# ---- block 1 ----
### Cell outlines without signal wires, block 1

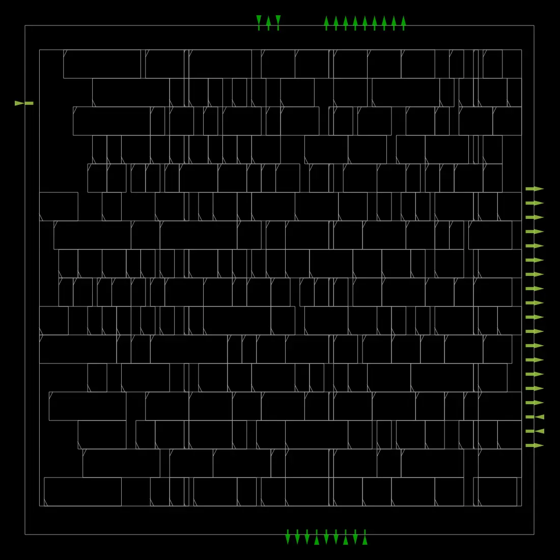
### Cell density map, block 1

10 x 10 tiles, from white (low) to dark blue (high), 0 to 100% covered.
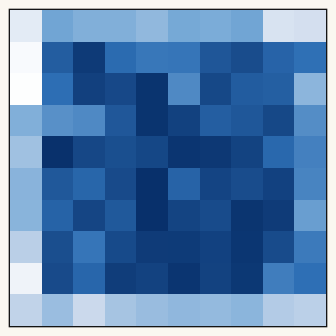
### Sequential cells colored by netlist name, block 1

Scale bar: 10 um. Other cells in gray.
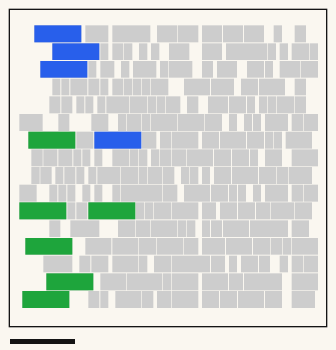
[config.mk]
export PLATFORM = sky130hd
export DESIGN_NAME = control_sequencer_flat
export DESIGN_NICKNAME = d
export VERILOG_FILES = /design/src/rtl/control_sequencer_if.sv /design/src/rtl/control_sequencer.sv /design/src/flat_wrapper.sv
export SDC_FILE = /design/constraint.sdc
export NUM_CORES = 1
export LEC_CHECK = 0
export ABC_AREA = 1
export ABC_CLOCK_PERIOD_IN_PS = 2200
export CORE_UTILIZATION = 43
export CTS_BUF_LIST = sky130_fd_sc_hd__clkbuf_2
export DETAILED_ROUTE_END_ITERATION = 8
export HOLD_SLACK_MARGIN = 0.06
export PLACE_DENSITY = 0.83
export RECOVER_POWER = 100
export SLEW_MARGIN = 20
export SYNTH_ARGS = -nofsm -noshare
export SYNTH_HDL_FRONTEND = slang
export SYNTH_SLANG_ARGS = --single-unit
[constraint.sdc]
create_clock -name clk -period 2.2 [get_ports clk]
set_clock_uncertainty 0.05 [all_clocks]
set_input_delay 0.55 -clock clk [delete_from_list [all_inputs] [get_ports clk]]
set_output_delay 0.55 -clock clk [all_outputs]
set_load 0.02 [all_outputs]
[src/rtl/control_sequencer_if.sv]
// Control sequencer bus bundle: instruction opcode and divider status in,
// datapath strobes, one-hot ALU op, divider start and run flag out.
//   master: sequencer side (drives strobes, receives opcode/div_done)
//   slave : datapath side (drives opcode/div_done, receives strobes)
interface control_sequencer_if;
    logic [4:0]  opcode;
    logic        div_done;
    logic        PCout, Zlowout, Zhighout, MDRout;
    logic        MARin, MDRin, IRin, Yin, Zin, HIin, LOin;
    logic        IncPC, Read;
    logic        Gra, Grb, Grc, Rin, Rout;
    logic [12:0] alu_op;
    logic        div_rst;
    logic        run;

    modport master (
        input  opcode, div_done,
        output PCout, Zlowout, Zhighout, MDRout,
        output MARin, MDRin, IRin, Yin, Zin, HIin, LOin,
        output IncPC, Read, Gra, Grb, Grc, Rin, Rout,
        output alu_op, div_rst, run
    );

    modport slave (
        output opcode, div_done,
        input  PCout, Zlowout, Zhighout, MDRout,
        input  MARin, MDRin, IRin, Yin, Zin, HIin, LOin,
        input  IncPC, Read, Gra, Grb, Grc, Rin, Rout,
        input  alu_op, div_rst, run
    );
endinterface

[src/rtl/control_sequencer.sv]
// Moore control sequencer for the single-bus datapath: fetch (T0-T2), then
// opcode-specific execute steps, a bounded divider wait and a halt state.
//   clk : clock, all state changes on the rising edge
//   clr : synchronous active-high reset
//   bus : control_sequencer_if.master (opcode/div_done in, strobes out)
module control_sequencer #(
    parameter int unsigned DIV_TIMEOUT = 63
) (
    input  logic                 clk,
    input  logic                 clr,
    control_sequencer_if.master  bus
);

    localparam int unsigned ALU_W = 13;
    // Counter holds 0..DIV_TIMEOUT-1 before the abort fires.
    localparam int unsigned CNT_W = (DIV_TIMEOUT > 1) ? $clog2(DIV_TIMEOUT) : 1;

    localparam logic [4:0] OP_ADD  = 5'b00011;
    localparam logic [4:0] OP_SUB  = 5'b00100;
    localparam logic [4:0] OP_AND  = 5'b00101;
    localparam logic [4:0] OP_OR   = 5'b00110;
    localparam logic [4:0] OP_SHR  = 5'b00111;
    localparam logic [4:0] OP_SHRA = 5'b01000;
    localparam logic [4:0] OP_SHL  = 5'b01001;
    localparam logic [4:0] OP_ROR  = 5'b01010;
    localparam logic [4:0] OP_ROL  = 5'b01011;
    localparam logic [4:0] OP_MUL  = 5'b01111;
    localparam logic [4:0] OP_DIV  = 5'b10000;
    localparam logic [4:0] OP_NEG  = 5'b10001;
    localparam logic [4:0] OP_NOT  = 5'b10010;
    localparam logic [4:0] OP_MFHI = 5'b11000;
    localparam logic [4:0] OP_MFLO = 5'b11001;
    localparam logic [4:0] OP_HALT = 5'b11011;

    localparam logic [ALU_W-1:0] ALU_DIV = ALU_W'(13'h0020);

    typedef enum logic [3:0] {
        S_RST, S_T0, S_T1, S_T2, S_T3, S_T4, S_T5, S_T6, S_DIV_WAIT, S_HALT
    } state_e;

    state_e             state_q, state_d;
    logic [CNT_W-1:0]   cnt_q, cnt_d;

    logic [ALU_W-1:0]   alu_sel;
    logic               is_bin, is_un, is_mul, is_div, is_mfx, is_halt;

    // Opcode classification; unlisted codes fall through as nop.
    always_comb begin
        alu_sel = '0;
        is_bin  = 1'b0;
        is_un   = 1'b0;
        is_mul  = 1'b0;
        is_div  = 1'b0;
        is_mfx  = 1'b0;
        is_halt = 1'b0;
        unique case (bus.opcode)
            OP_AND:  begin alu_sel = ALU_W'(13'h0001); is_bin = 1'b1; end
            OP_OR:   begin alu_sel = ALU_W'(13'h0002); is_bin = 1'b1; end
            OP_ADD:  begin alu_sel = ALU_W'(13'h0004); is_bin = 1'b1; end
            OP_SUB:  begin alu_sel = ALU_W'(13'h0008); is_bin = 1'b1; end
            OP_SHR:  begin alu_sel = ALU_W'(13'h0040); is_bin = 1'b1; end
            OP_SHL:  begin alu_sel = ALU_W'(13'h0080); is_bin = 1'b1; end
            OP_ROR:  begin alu_sel = ALU_W'(13'h0100); is_bin = 1'b1; end
            OP_ROL:  begin alu_sel = ALU_W'(13'h0200); is_bin = 1'b1; end
            OP_SHRA: begin alu_sel = ALU_W'(13'h1000); is_bin = 1'b1; end
            OP_MUL:  begin alu_sel = ALU_W'(13'h0010); is_mul = 1'b1; end
            OP_DIV:  begin alu_sel = ALU_DIV;          is_div = 1'b1; end
            OP_NEG:  begin alu_sel = ALU_W'(13'h0400); is_un  = 1'b1; end
            OP_NOT:  begin alu_sel = ALU_W'(13'h0800); is_un  = 1'b1; end
            OP_MFHI, OP_MFLO: is_mfx  = 1'b1;
            OP_HALT:          is_halt = 1'b1;
            default: ;
        endcase
    end

    // Next state and divider wait counter.
    always_comb begin
        state_d = state_q;
        cnt_d   = '0;
        unique case (state_q)
            S_RST: state_d = S_T0;
            S_T0:  state_d = S_T1;
            S_T1:  state_d = S_T2;
            S_T2:  state_d = S_T3;
            S_T3: begin
                if (is_bin || is_un || is_mul || is_div) state_d = S_T4;
                else if (is_halt)                        state_d = S_HALT;
                else                                     state_d = S_T0;
            end
            // Divide always visits DIV_WAIT, even if div_done is already high.
            S_T4: state_d = is_div ? S_DIV_WAIT : S_T5;
            S_T5: state_d = (is_mul || is_div) ? S_T6 : S_T0;
            S_T6: state_d = S_T0;
            S_DIV_WAIT: begin
                cnt_d = cnt_q + CNT_W'(1);
                if (bus.div_done)                              state_d = S_T5;
                else if (cnt_q == CNT_W'(DIV_TIMEOUT - 1))     state_d = S_T0;
            end
            S_HALT: state_d = S_HALT;
            default: state_d = S_RST;
        endcase
    end

    always_ff @(posedge clk) begin
        if (clr) begin
            state_q <= S_RST;
            cnt_q   <= '0;
        end else begin
            state_q <= state_d;
            cnt_q   <= cnt_d;
        end
    end

    logic pc_out, zlow_out, zhigh_out, mdr_out;
    logic mar_in, mdr_in, ir_in, y_in, z_in, hi_in, lo_in;
    logic inc_pc, read, gra, grb, grc, r_in, r_out, div_rst, run;
    logic [ALU_W-1:0] alu_op;

    // Moore output decode from the registered state and the current IR opcode.
    always_comb begin
        pc_out = 1'b0; zlow_out = 1'b0; zhigh_out = 1'b0; mdr_out = 1'b0;
        mar_in = 1'b0; mdr_in = 1'b0; ir_in = 1'b0; y_in = 1'b0;
        z_in = 1'b0; hi_in = 1'b0; lo_in = 1'b0;
        inc_pc = 1'b0; read = 1'b0;
        gra = 1'b0; grb = 1'b0; grc = 1'b0; r_in = 1'b0; r_out = 1'b0;
        div_rst = 1'b0;
        alu_op  = '0;
        run     = (state_q != S_RST) && (state_q != S_HALT);
        unique case (state_q)
            S_T0: begin pc_out = 1'b1; mar_in = 1'b1; inc_pc = 1'b1; end
            S_T1: begin read = 1'b1; mdr_in = 1'b1; end
            S_T2: begin mdr_out = 1'b1; ir_in = 1'b1; end
            S_T3: begin
                if (is_bin || is_mul || is_div) begin
                    grb = 1'b1; r_out = 1'b1; y_in = 1'b1;
                end
                div_rst = is_div;
                if (is_mfx) begin
                    gra = 1'b1; r_in = 1'b1;
                end
            end
            S_T4: begin
                if (is_bin || is_mul || is_div) begin
                    grc = 1'b1; r_out = 1'b1; z_in = 1'b1; alu_op = alu_sel;
                end else if (is_un) begin
                    grb = 1'b1; r_out = 1'b1; z_in = 1'b1; alu_op = alu_sel;
                end
            end
            S_DIV_WAIT: begin
                grc = 1'b1; r_out = 1'b1; z_in = 1'b1; alu_op = ALU_DIV;
            end
            S_T5: begin
                zlow_out = 1'b1;
                if (is_mul || is_div) lo_in = 1'b1;
                else begin
                    gra = 1'b1; r_in = 1'b1;
                end
            end
            S_T6: begin zhigh_out = 1'b1; hi_in = 1'b1; end
            default: ;
        endcase
    end

    assign bus.PCout    = pc_out;
    assign bus.Zlowout  = zlow_out;
    assign bus.Zhighout = zhigh_out;
    assign bus.MDRout   = mdr_out;
    assign bus.MARin    = mar_in;
    assign bus.MDRin    = mdr_in;
    assign bus.IRin     = ir_in;
    assign bus.Yin      = y_in;
    assign bus.Zin      = z_in;
    assign bus.HIin     = hi_in;
    assign bus.LOin     = lo_in;
    assign bus.IncPC    = inc_pc;
    assign bus.Read     = read;
    assign bus.Gra      = gra;
    assign bus.Grb      = grb;
    assign bus.Grc      = grc;
    assign bus.Rin      = r_in;
    assign bus.Rout     = r_out;
    assign bus.alu_op   = alu_op;
    assign bus.div_rst  = div_rst;
    assign bus.run      = run;

endmodule

[src/flat_wrapper.sv]
// flat-port wrapper written by rule: the top's interface ports become plain ports
module control_sequencer_flat 
#(
    parameter int unsigned DIV_TIMEOUT = 63
)
  (clk, clr, bus_opcode, bus_div_done, bus_PCout, bus_Zlowout, bus_Zhighout, bus_MDRout, bus_MARin, bus_MDRin, bus_IRin, bus_Yin, bus_Zin, bus_HIin, bus_LOin, bus_IncPC, bus_Read, bus_Gra, bus_Grb, bus_Grc, bus_Rin, bus_Rout, bus_alu_op, bus_div_rst, bus_run);
  control_sequencer_if bus_i ();
  input  logic clk;
  input  logic clr;
  input wire logic [$bits(bus_i.opcode)-1:0] bus_opcode;
  input wire logic [$bits(bus_i.div_done)-1:0] bus_div_done;
  output wire logic [$bits(bus_i.PCout)-1:0] bus_PCout;
  output wire logic [$bits(bus_i.Zlowout)-1:0] bus_Zlowout;
  output wire logic [$bits(bus_i.Zhighout)-1:0] bus_Zhighout;
  output wire logic [$bits(bus_i.MDRout)-1:0] bus_MDRout;
  output wire logic [$bits(bus_i.MARin)-1:0] bus_MARin;
  output wire logic [$bits(bus_i.MDRin)-1:0] bus_MDRin;
  output wire logic [$bits(bus_i.IRin)-1:0] bus_IRin;
  output wire logic [$bits(bus_i.Yin)-1:0] bus_Yin;
  output wire logic [$bits(bus_i.Zin)-1:0] bus_Zin;
  output wire logic [$bits(bus_i.HIin)-1:0] bus_HIin;
  output wire logic [$bits(bus_i.LOin)-1:0] bus_LOin;
  output wire logic [$bits(bus_i.IncPC)-1:0] bus_IncPC;
  output wire logic [$bits(bus_i.Read)-1:0] bus_Read;
  output wire logic [$bits(bus_i.Gra)-1:0] bus_Gra;
  output wire logic [$bits(bus_i.Grb)-1:0] bus_Grb;
  output wire logic [$bits(bus_i.Grc)-1:0] bus_Grc;
  output wire logic [$bits(bus_i.Rin)-1:0] bus_Rin;
  output wire logic [$bits(bus_i.Rout)-1:0] bus_Rout;
  output wire logic [$bits(bus_i.alu_op)-1:0] bus_alu_op;
  output wire logic [$bits(bus_i.div_rst)-1:0] bus_div_rst;
  output wire logic [$bits(bus_i.run)-1:0] bus_run;
  assign bus_i.opcode = bus_opcode;
  assign bus_i.div_done = bus_div_done;
  assign bus_PCout = bus_i.PCout;
  assign bus_Zlowout = bus_i.Zlowout;
  assign bus_Zhighout = bus_i.Zhighout;
  assign bus_MDRout = bus_i.MDRout;
  assign bus_MARin = bus_i.MARin;
  assign bus_MDRin = bus_i.MDRin;
  assign bus_IRin = bus_i.IRin;
  assign bus_Yin = bus_i.Yin;
  assign bus_Zin = bus_i.Zin;
  assign bus_HIin = bus_i.HIin;
  assign bus_LOin = bus_i.LOin;
  assign bus_IncPC = bus_i.IncPC;
  assign bus_Read = bus_i.Read;
  assign bus_Gra = bus_i.Gra;
  assign bus_Grb = bus_i.Grb;
  assign bus_Grc = bus_i.Grc;
  assign bus_Rin = bus_i.Rin;
  assign bus_Rout = bus_i.Rout;
  assign bus_alu_op = bus_i.alu_op;
  assign bus_div_rst = bus_i.div_rst;
  assign bus_run = bus_i.run;
  control_sequencer #(.DIV_TIMEOUT(DIV_TIMEOUT)) u_core (.clk(clk), .clr(clr), .bus(bus_i));
endmodule
==> flow_metrics.py <==
# Generated from Yosys and OpenROAD reports
metrics = {
    "timing": {
        "max_slew.worst_pin.slew_ps": 400,
        "setup_violations": 9,
        "worst_slack_ps": -128,
        "rsz0062_at_grt": "true",
    },
    "status": {
        "status": "complete, but fails checks",
        "violations": "setup timing",
    },
    "clocking": {
        "postCtsHoldBufs": 0,
    },
    "power": {
        "intPower_mw": 0.397,
    },
    "cells_and_area": {
        "sh_comb_area_pct": 45.6,
        "comb_cells": 113,
        "stdcell_count": 250,
        "nClkBuffers": 3,
    },
    "placement": {
        "port_buffers": 40,
        "gp_congestion": 0.915,
    },
    "routing": {
        "ant_nets": 0,
        "wl_um": 4060,
    },
    "synth": {
        "synth_cell_types": 24,
    },
    "grt": {
        "met2_usage_pct": 57.0,
    },
}
About 'Cell outlines without signal wires' of block 1:
fillcell total: 114
sequential share of cell area: 11.8%
Core Region: 0.00200 sq mm
post-layout util: 84.8%

About 'Cell density map' of block 1:
densest ninth of the die: center
tiles over 75% full: 56%
fullest tile: 100%
mean over tiles: 71%
nearly empty tiles: 1.0%

About 'Sequential cells colored by netlist name' of block 1:
legend:
  blue:
    netlist_name: `u_core.state_q`
    flops: 4
    where: upper left
  green:
    netlist_name: `u_core.cnt_q`
    flops: 6


# ---- block 2 ----
### Cell outlines without signal wires, block 2

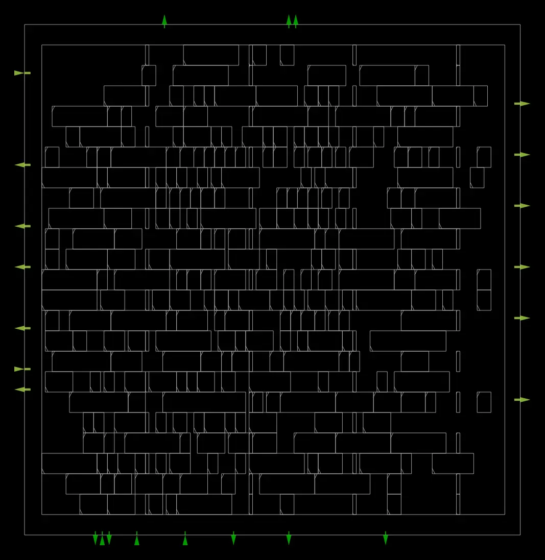
==> config.mk <==
export PLATFORM = sky130hd
export DESIGN_NAME = stopwatch_ctrl
export DESIGN_NICKNAME = d
export VERILOG_FILES = /design/src/rtl/stopwatch_pkg.sv /design/src/rtl/bcd_mmss_counter.sv /design/src/rtl/stopwatch_ctrl.sv
export SDC_FILE = /design/constraint.sdc
export NUM_CORES = 1
export LEC_CHECK = 0
export ABC_AREA = 1
export ABC_CLOCK_PERIOD_IN_PS = 1600
export CAP_MARGIN = 30
export CORE_AREA = 2 2 64 66
export DETAILED_ROUTE_END_ITERATION = 10
export DIE_AREA = 0 0 66 68
export HOLD_SLACK_MARGIN = 0.05
export PLACE_DENSITY = 0.77
export RECOVER_POWER = 50
export REMOVE_ABC_BUFFERS = 1
export SYNTH_ARGS = -nofsm -noshare
export SYNTH_HDL_FRONTEND = slang
export SYNTH_HIERARCHICAL = 1
export SYNTH_SLANG_ARGS = --single-unit
==> constraint.sdc <==
create_clock -name clk -period 1.6 [get_ports clk]
set_clock_uncertainty 0.05 [all_clocks]
set_input_delay 0.16 -clock clk [delete_from_list [all_inputs] [get_ports clk]]
set_output_delay 0.16 -clock clk [all_outputs]
set_load 0.01 [all_outputs]
==> src/rtl/stopwatch_pkg.sv <==
// Shared definitions for the lab stopwatch controller.
// Holds the FSM state encodings and the BCD digit limits used by the
// time counter.
package stopwatch_pkg;

  typedef enum logic [1:0] {
    ST_IDLE  = 2'b00,
    ST_RUN   = 2'b01,
    ST_PAUSE = 2'b10,
    ST_LAP   = 2'b11
  } sw_state_e;

  // Largest value of a seconds-ones / minutes-ones digit.
  localparam logic [3:0] BCD_MAX_ONES = 4'd9;
  // Largest value of the seconds-tens digit.
  localparam logic [3:0] BCD_MAX_SEC_TENS = 4'd5;

endpackage

==> src/rtl/bcd_mmss_counter.sv <==
// Four-digit BCD MM:SS counter.
// Ports:
//   clk    - system clock, rising edge
//   rst_n  - synchronous active-low reset, clears all digits
//   clr    - synchronous clear, takes priority over inc
//   inc    - advance the count by one second
//   count  - {min_tens, min_ones, sec_tens, sec_ones}, 4 bits each
// The count wraps to 00:00 after MAX_MIN_TENS9:59.
module bcd_mmss_counter
  import stopwatch_pkg::*;
#(
  parameter int unsigned MAX_MIN_TENS = 5
) (
  input  logic        clk,
  input  logic        rst_n,
  input  logic        clr,
  input  logic        inc,
  output logic [15:0] count
);

  localparam logic [3:0] MinTensMax = 4'(MAX_MIN_TENS);

  logic [3:0] sec_ones_q, sec_ones_d;
  logic [3:0] sec_tens_q, sec_tens_d;
  logic [3:0] min_ones_q, min_ones_d;
  logic [3:0] min_tens_q, min_tens_d;

  always_comb begin
    sec_ones_d = sec_ones_q;
    sec_tens_d = sec_tens_q;
    min_ones_d = min_ones_q;
    min_tens_d = min_tens_q;
    if (clr) begin
      sec_ones_d = '0;
      sec_tens_d = '0;
      min_ones_d = '0;
      min_tens_d = '0;
    end else if (inc) begin
      if (sec_ones_q == BCD_MAX_ONES) begin
        sec_ones_d = '0;
        if (sec_tens_q == BCD_MAX_SEC_TENS) begin
          sec_tens_d = '0;
          if (min_ones_q == BCD_MAX_ONES) begin
            min_ones_d = '0;
            min_tens_d = (min_tens_q == MinTensMax) ? 4'd0 : min_tens_q + 4'd1;
          end else begin
            min_ones_d = min_ones_q + 4'd1;
          end
        end else begin
          sec_tens_d = sec_tens_q + 4'd1;
        end
      end else begin
        sec_ones_d = sec_ones_q + 4'd1;
      end
    end
  end

  always_ff @(posedge clk) begin
    if (!rst_n) begin
      sec_ones_q <= '0;
      sec_tens_q <= '0;
      min_ones_q <= '0;
      min_tens_q <= '0;
    end else begin
      sec_ones_q <= sec_ones_d;
      sec_tens_q <= sec_tens_d;
      min_ones_q <= min_ones_d;
      min_tens_q <= min_tens_d;
    end
  end

  assign count = {min_tens_q, min_ones_q, sec_tens_q, sec_ones_q};

endmodule

==> src/rtl/stopwatch_ctrl.sv <==
// Stopwatch sequencing controller.
// Turns the debounced start/stop and lap/reset button levels into press
// events, runs the IDLE/RUN/PAUSE/LAP FSM, gates the BCD time counter and
// selects the lap snapshot or the live count for the display.
// Ports:
//   clk, rst_n         - clock and synchronous active-low reset
//   tick               - 1 Hz single-cycle enable
//   btn_ss, btn_lr     - debounced button levels, active high
//   state              - current FSM state
//   count_en           - counter advances on tick while high
//   sec_ones..min_tens - displayed BCD digits (registered sources only)
module stopwatch_ctrl
  import stopwatch_pkg::*;
#(
  parameter int unsigned MAX_MIN_TENS = 5
) (
  input  logic       clk,
  input  logic       rst_n,
  input  logic       tick,
  input  logic       btn_ss,
  input  logic       btn_lr,
  output logic [1:0] state,
  output logic       count_en,
  output logic [3:0] sec_ones,
  output logic [3:0] sec_tens,
  output logic [3:0] min_ones,
  output logic [3:0] min_tens
);

  sw_state_e   state_q, state_d;
  logic        prev_ss_q, prev_lr_q;
  logic [15:0] lap_q, lap_d;
  logic [15:0] live;
  logic [15:0] disp;
  logic        ss_press, lr_press;
  logic        clr;

  // Previous levels reset high so a button held through reset is not a press.
  always_ff @(posedge clk) begin
    if (!rst_n) begin
      prev_ss_q <= 1'b1;
      prev_lr_q <= 1'b1;
    end else begin
      prev_ss_q <= btn_ss;
      prev_lr_q <= btn_lr;
    end
  end

  assign ss_press = btn_ss & ~prev_ss_q;
  assign lr_press = btn_lr & ~prev_lr_q;

  // Start/stop has priority; a coincident lap/reset press is dropped.
  always_comb begin
    state_d = state_q;
    if (ss_press) begin
      unique case (state_q)
        ST_IDLE:  state_d = ST_RUN;
        ST_RUN:   state_d = ST_PAUSE;
        ST_PAUSE: state_d = ST_RUN;
        ST_LAP:   state_d = ST_PAUSE;
        default:  state_d = ST_IDLE;
      endcase
    end else if (lr_press) begin
      unique case (state_q)
        ST_IDLE:  state_d = ST_IDLE;
        ST_RUN:   state_d = ST_LAP;
        ST_PAUSE: state_d = ST_IDLE;
        ST_LAP:   state_d = ST_RUN;
        default:  state_d = ST_IDLE;
      endcase
    end
  end

  always_ff @(posedge clk) begin
    if (!rst_n) begin
      state_q <= ST_IDLE;
    end else begin
      state_q <= state_d;
    end
  end

  assign count_en = (state_q == ST_RUN) | (state_q == ST_LAP);
  assign clr      = (state_d == ST_IDLE) & (state_q != ST_IDLE);

  bcd_mmss_counter #(
    .MAX_MIN_TENS(MAX_MIN_TENS)
  ) u_counter (
    .clk  (clk),
    .rst_n(rst_n),
    .clr  (clr),
    .inc  (tick & count_en),
    .count(live)
  );

  // Snapshot is the pre-edge live value, so a same-edge tick is not included.
  always_comb begin
    lap_d = lap_q;
    if (clr) begin
      lap_d = '0;
    end else if ((state_q == ST_RUN) && (state_d == ST_LAP)) begin
      lap_d = live;
    end
  end

  always_ff @(posedge clk) begin
    if (!rst_n) begin
      lap_q <= '0;
    end else begin
      lap_q <= lap_d;
    end
  end

  assign disp  = (state_q == ST_LAP) ? lap_q : live;
  assign state = state_q;
  assign {min_tens, min_ones, sec_tens, sec_ones} = disp;

endmodule

==> flow_metrics.py <==
# Generated from Yosys and OpenROAD reports
metrics = {
    "status": {
        "status": "finished, final reports clean",
    },
    "power": {
        "pwr-share-clk_pct": 43.9,
        "p_per_area_mw_per_mm2": 743,
        "p_sw_mw": 0.416,
    },
    "synth": {
        "synth_cell_types": 30,
        "yosys-top-cells-count": "nand2_1, dfxtp_1, inv_1",
        "ys_async_sr_fraction_pct": 0,
        "yosysTopAreaCell": "dfxtp_1",
    },
    "cells_and_area": {
        "final_core_util_pct": 63.7,
        "n_fill_cell": 337,
        "seq_area_sq_um": 723,
        "nClkBuffers": 6,
    },
    "critical_path": {
        "worst_path_max_delay_cell": "clkdlybuf4s50_1",
        "worstPathMaxFanout": 7,
        "crit_cells": 2,
    },
    "clocking": {
        "post_cts_buffers": 0,
        "numCtsBuffers": 5,
    },
    "floorplan": {
        "io_pins": 24,
        "die_h_um": 68,
    },
    "routing": {
        "met2_length_um": 2060,
    },
    "placement": {
        "placed_area_sq_mm": 0.00239,
    },
    "timing": {
        "fmax_mhz": 639,
    },
    "grt": {
        "use_met1_pct": 23.1,
    },
    "min_path": {
        "whs_endpoint": "prev_lr_q$_SDFF_PN1_",
    },
}
Notes on 'Cell outlines without signal wires' of block 2 above:
registers: 36
Rows: 23


# ---- block 3 ----
==> config.mk <==
export PLATFORM = sky130hd
export DESIGN_NAME = alu_shifter_seq
export DESIGN_NICKNAME = d
export VERILOG_FILES = /design/src/rtl/alu_shifter_pkg.sv /design/src/rtl/alu_shifter_step.sv /design/src/rtl/alu_shifter_seq.sv
export SDC_FILE = /design/constraint.sdc
export NUM_CORES = 1
export LEC_CHECK = 0
export CORE_MARGIN = 2
export CORE_UTILIZATION = 51
export CTS_BUF_LIST = sky130_fd_sc_hd__clkbuf_4 sky130_fd_sc_hd__clkbuf_8 sky130_fd_sc_hd__clkbuf_16
export DETAILED_ROUTE_END_ITERATION = 16
export PLACE_DENSITY = 0.81
export SLEW_MARGIN = 20
export SYNTH_ARGS = -nofsm -noshare
export SYNTH_HDL_FRONTEND = slang
export SYNTH_SLANG_ARGS = --single-unit
==> constraint.sdc <==
create_clock -name clk -period 3.8 [get_ports clk]
set_clock_uncertainty 0.05 [all_clocks]
set_input_delay 0.76 -clock clk [delete_from_list [all_inputs] [get_ports clk]]
set_output_delay 0.76 -clock clk [all_outputs]
set_load 0.05 [all_outputs]
==> src/rtl/alu_shifter_pkg.sv <==
// Shared types for the sequential shifter/rotator: Z80 CB-group shift modes and FSM states.
package alu_shifter_pkg;

    typedef enum logic [2:0] {
        RLC = 3'd0,
        RRC = 3'd1,
        RL  = 3'd2,
        RR  = 3'd3,
        SLA = 3'd4,
        SRA = 3'd5,
        SLL = 3'd6,
        SRL = 3'd7
    } shift_mode_t;

    typedef enum logic [1:0] {
        IDLE  = 2'd0,
        SHIFT = 2'd1,
        DONE  = 2'd2
    } state_t;

    // Even encodings (RLC, RL, SLA, SLL) shift towards the MSB.
    function automatic logic is_left(input shift_mode_t m);
        return ~m[0];
    endfunction

endpackage

==> src/rtl/alu_shifter_step.sv <==
// Combinational single-bit rotate/shift step over WIDTH bits with carry in/out.
module alu_shifter_step
    import alu_shifter_pkg::*;
#(
    parameter int WIDTH = 8
) (
    input  logic [WIDTH-1:0] d_i,
    input  logic             c_i,
    input  shift_mode_t      mode_i,
    output logic [WIDTH-1:0] d_o,
    output logic             c_o
);

    logic in_bit;

    always_comb begin
        // NOTE: every always_comb output gets a default first so no path can infer a latch.
        in_bit = 1'b0;
        case (mode_i)
            RLC:     in_bit = d_i[WIDTH-1];
            RRC:     in_bit = d_i[0];
            RL:      in_bit = c_i;
            RR:      in_bit = c_i;
            SLA:     in_bit = 1'b0;
            SRA:     in_bit = d_i[WIDTH-1];
            SLL:     in_bit = 1'b1;
            SRL:     in_bit = 1'b0;
            default: in_bit = 1'b0;
        endcase

        if (is_left(mode_i)) begin
            d_o = {d_i[WIDTH-2:0], in_bit};
            c_o = d_i[WIDTH-1];
        end else begin
            d_o = {in_bit, d_i[WIDTH-1:1]};
            c_o = d_i[0];
        end
    end

endmodule

==> src/rtl/alu_shifter_seq.sv <==
// Multi-mode sequential shifter/rotator with start/busy/done handshake.
// Define ALU_SHIFTER_BARREL_EN for the single-pass barrel build; default iterates one bit per clock.
module alu_shifter_seq
    import alu_shifter_pkg::*;
#(
    parameter int WIDTH = 8,
    parameter int CNT_W = 3
) (
    input  logic             clk,
    input  logic             nreset,
    input  logic             start,
    input  logic [2:0]       mode,
    input  logic [CNT_W-1:0] count,
    input  logic [WIDTH-1:0] db_in,
    input  logic             cy_in,
    output logic             busy,
    output logic             done,
    output logic [WIDTH-1:0] db_out,
    output logic             cy_out,
    output logic             sign_out,
    output logic             zero_out,
    output logic             parity_out
);

    state_t           state_q;
    logic [WIDTH-1:0] data_q;
    logic             carry_q;

`ifdef ALU_SHIFTER_BARREL_EN
    localparam int MAX_STEPS = (1 << CNT_W) - 1;

    // Stage k holds the operand after k single-bit steps; count picks the stage.
    logic [MAX_STEPS:0][WIDTH-1:0] chain_d;
    logic [MAX_STEPS:0]            chain_c;

    assign chain_d[0] = db_in;
    assign chain_c[0] = cy_in;

    for (genvar k = 0; k < MAX_STEPS; k++) begin : g_stage
        alu_shifter_step #(.WIDTH(WIDTH)) u_step (
            .d_i    (chain_d[k]),
            .c_i    (chain_c[k]),
            .mode_i (shift_mode_t'(mode)),
            .d_o    (chain_d[k+1]),
            .c_o    (chain_c[k+1])
        );
    end

    always_ff @(posedge clk or negedge nreset) begin
        if (!nreset) begin
            state_q <= IDLE;
            data_q  <= '0;
            carry_q <= 1'b0;
        end else begin
            // NOTE: sequential state uses non-blocking assignments so every register samples pre-edge values.
            case (state_q)
                IDLE: if (start) begin
                    data_q  <= chain_d[count];
                    carry_q <= chain_c[count];
                    state_q <= DONE;
                end
                DONE:    state_q <= IDLE;
                default: state_q <= IDLE;
            endcase
        end
    end
`else
    shift_mode_t      mode_q;
    logic [CNT_W-1:0] cnt_q;
    logic [WIDTH-1:0] step_d;
    logic             step_c;

    alu_shifter_step #(.WIDTH(WIDTH)) u_step (
        .d_i    (data_q),
        .c_i    (carry_q),
        .mode_i (mode_q),
        .d_o    (step_d),
        .c_o    (step_c)
    );

    always_ff @(posedge clk or negedge nreset) begin
        if (!nreset) begin
            state_q <= IDLE;
            data_q  <= '0;
            carry_q <= 1'b0;
            mode_q  <= RLC;
            cnt_q   <= '0;
        end else begin
            // NOTE: sequential state uses non-blocking assignments so every register samples pre-edge values.
            case (state_q)
                IDLE: if (start) begin
                    data_q  <= db_in;
                    carry_q <= cy_in;
                    mode_q  <= shift_mode_t'(mode);
                    cnt_q   <= count;
                    state_q <= (count != '0) ? SHIFT : DONE;
                end
                SHIFT: begin
                    data_q  <= step_d;
                    carry_q <= step_c;
                    cnt_q   <= cnt_q - 1'b1;
                    if (cnt_q == CNT_W'(1)) state_q <= DONE;
                end
                DONE:    state_q <= IDLE;
                default: state_q <= IDLE;
            endcase
        end
    end
`endif

    assign busy       = (state_q != IDLE);
    assign done       = (state_q == DONE);
    assign db_out     = data_q;
    assign cy_out     = carry_q;
    assign sign_out   = data_q[WIDTH-1];
    assign zero_out   = (data_q == '0);
    assign parity_out = ~^data_q;

endmodule

### Placement by cell class, block 3

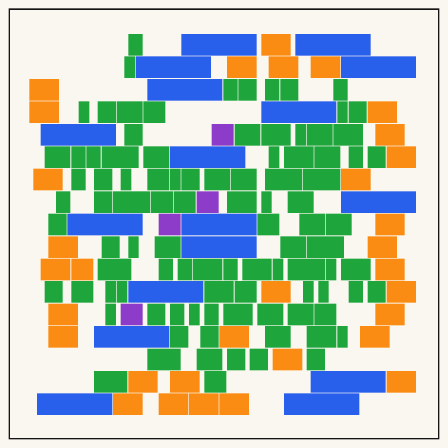
legend:
  purple:
    class: clock drivers and dummy loads
    cells: 4
    share_of_their_area: 2.1%
  green:
    class: all other logic
    cells: 97
    share_of_their_area: 47%
  blue:
    class: flip-flops
    cells: 17
    share_of_their_area: 29%
  orange:
    class: other buffers and delay cells
    cells: 32
    share_of_their_area: 22%
post-layout util: 68.2%
sequential share of cell area: 28.5%
Rows: 17

### M3 wires, block 3

Scale bar: 20 um.
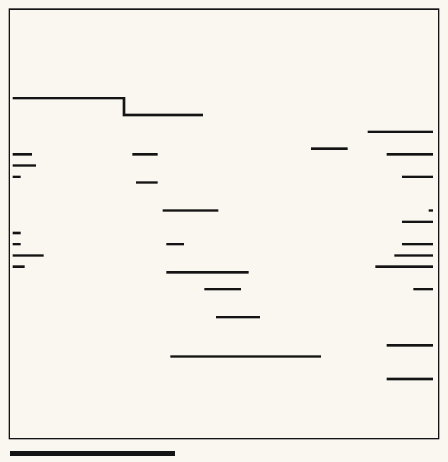
main direction: horizontal
nets with wire on the layer: 28
DR vias: 1,055
grt met3 use: 3.45%
overall routed net length: 2700 um

==> flow_metrics.py <==
# Generated from Yosys and OpenROAD reports
metrics = {
    "grt": {
        "met2_usage_pct": 38.5,
        "grt_max_degree": 22,
        "grt_pass1_vias": 948,
    },
    "cells_and_area": {
        "nNetsFinal": 175,
        "seq_area_sq_um": 425,
        "antennaDiodeCount": 0,
        "areaGrowthSynthToFinish_pct": 28.2,
        "nNonClkInverters": 14,
        "buffers": 32,
        "final_area_sq_mm": 0.00150,
        "largest_class": "combinational gates",
    },
    "clocking": {
        "numClockSinks": 17,
        "clock_path_buffers": 2,
    },
    "critical_path": {
        "worstPathCellList": "inv_1 > ha_1 > xnor2_1 > xnor2_1 > clkdlybuf4s50_1",
        "r2r_slack_ps": 1980,
        "crit_cells": 5,
        "slowest_delay_ps": 830,
        "required_ps": 2990,
        "crit_top_cell": "xnor2_1",
    },
    "synth": {
        "top_logic_kind": "AND-OR/OR-AND gates",
        "synthesis.area_sq_mm": 0.00117,
        "fa_ha_area_share_pct": 6.44,
        "synth_top_area_share_pct": 36.5,
        "synth_dominant_cell_count": "dfrtp_1",
        "floorplan.nets": 146,
        "synth-xor-area-share_pct": 2.25,
    },
    "routing": {
        "wire_per_inst_um": 15.2,
        "met2_length_um": 1390,
        "first_pass_iters": 4,
    },
    "timing": {
        "hold_violations": 0,
    },
    "placement": {
        "gp_congestion": 0.792,
        "placed_cells": 174,
        "port_buffers": 31,
    },
    "status": {
        "status": "finished, final reports clean",
    },
    "floorplan": {
        "die_h_um": 51.8,
    },
    "job": {
        "warnings": 27,
    },
}

Power and IR drop assume default switching activity.
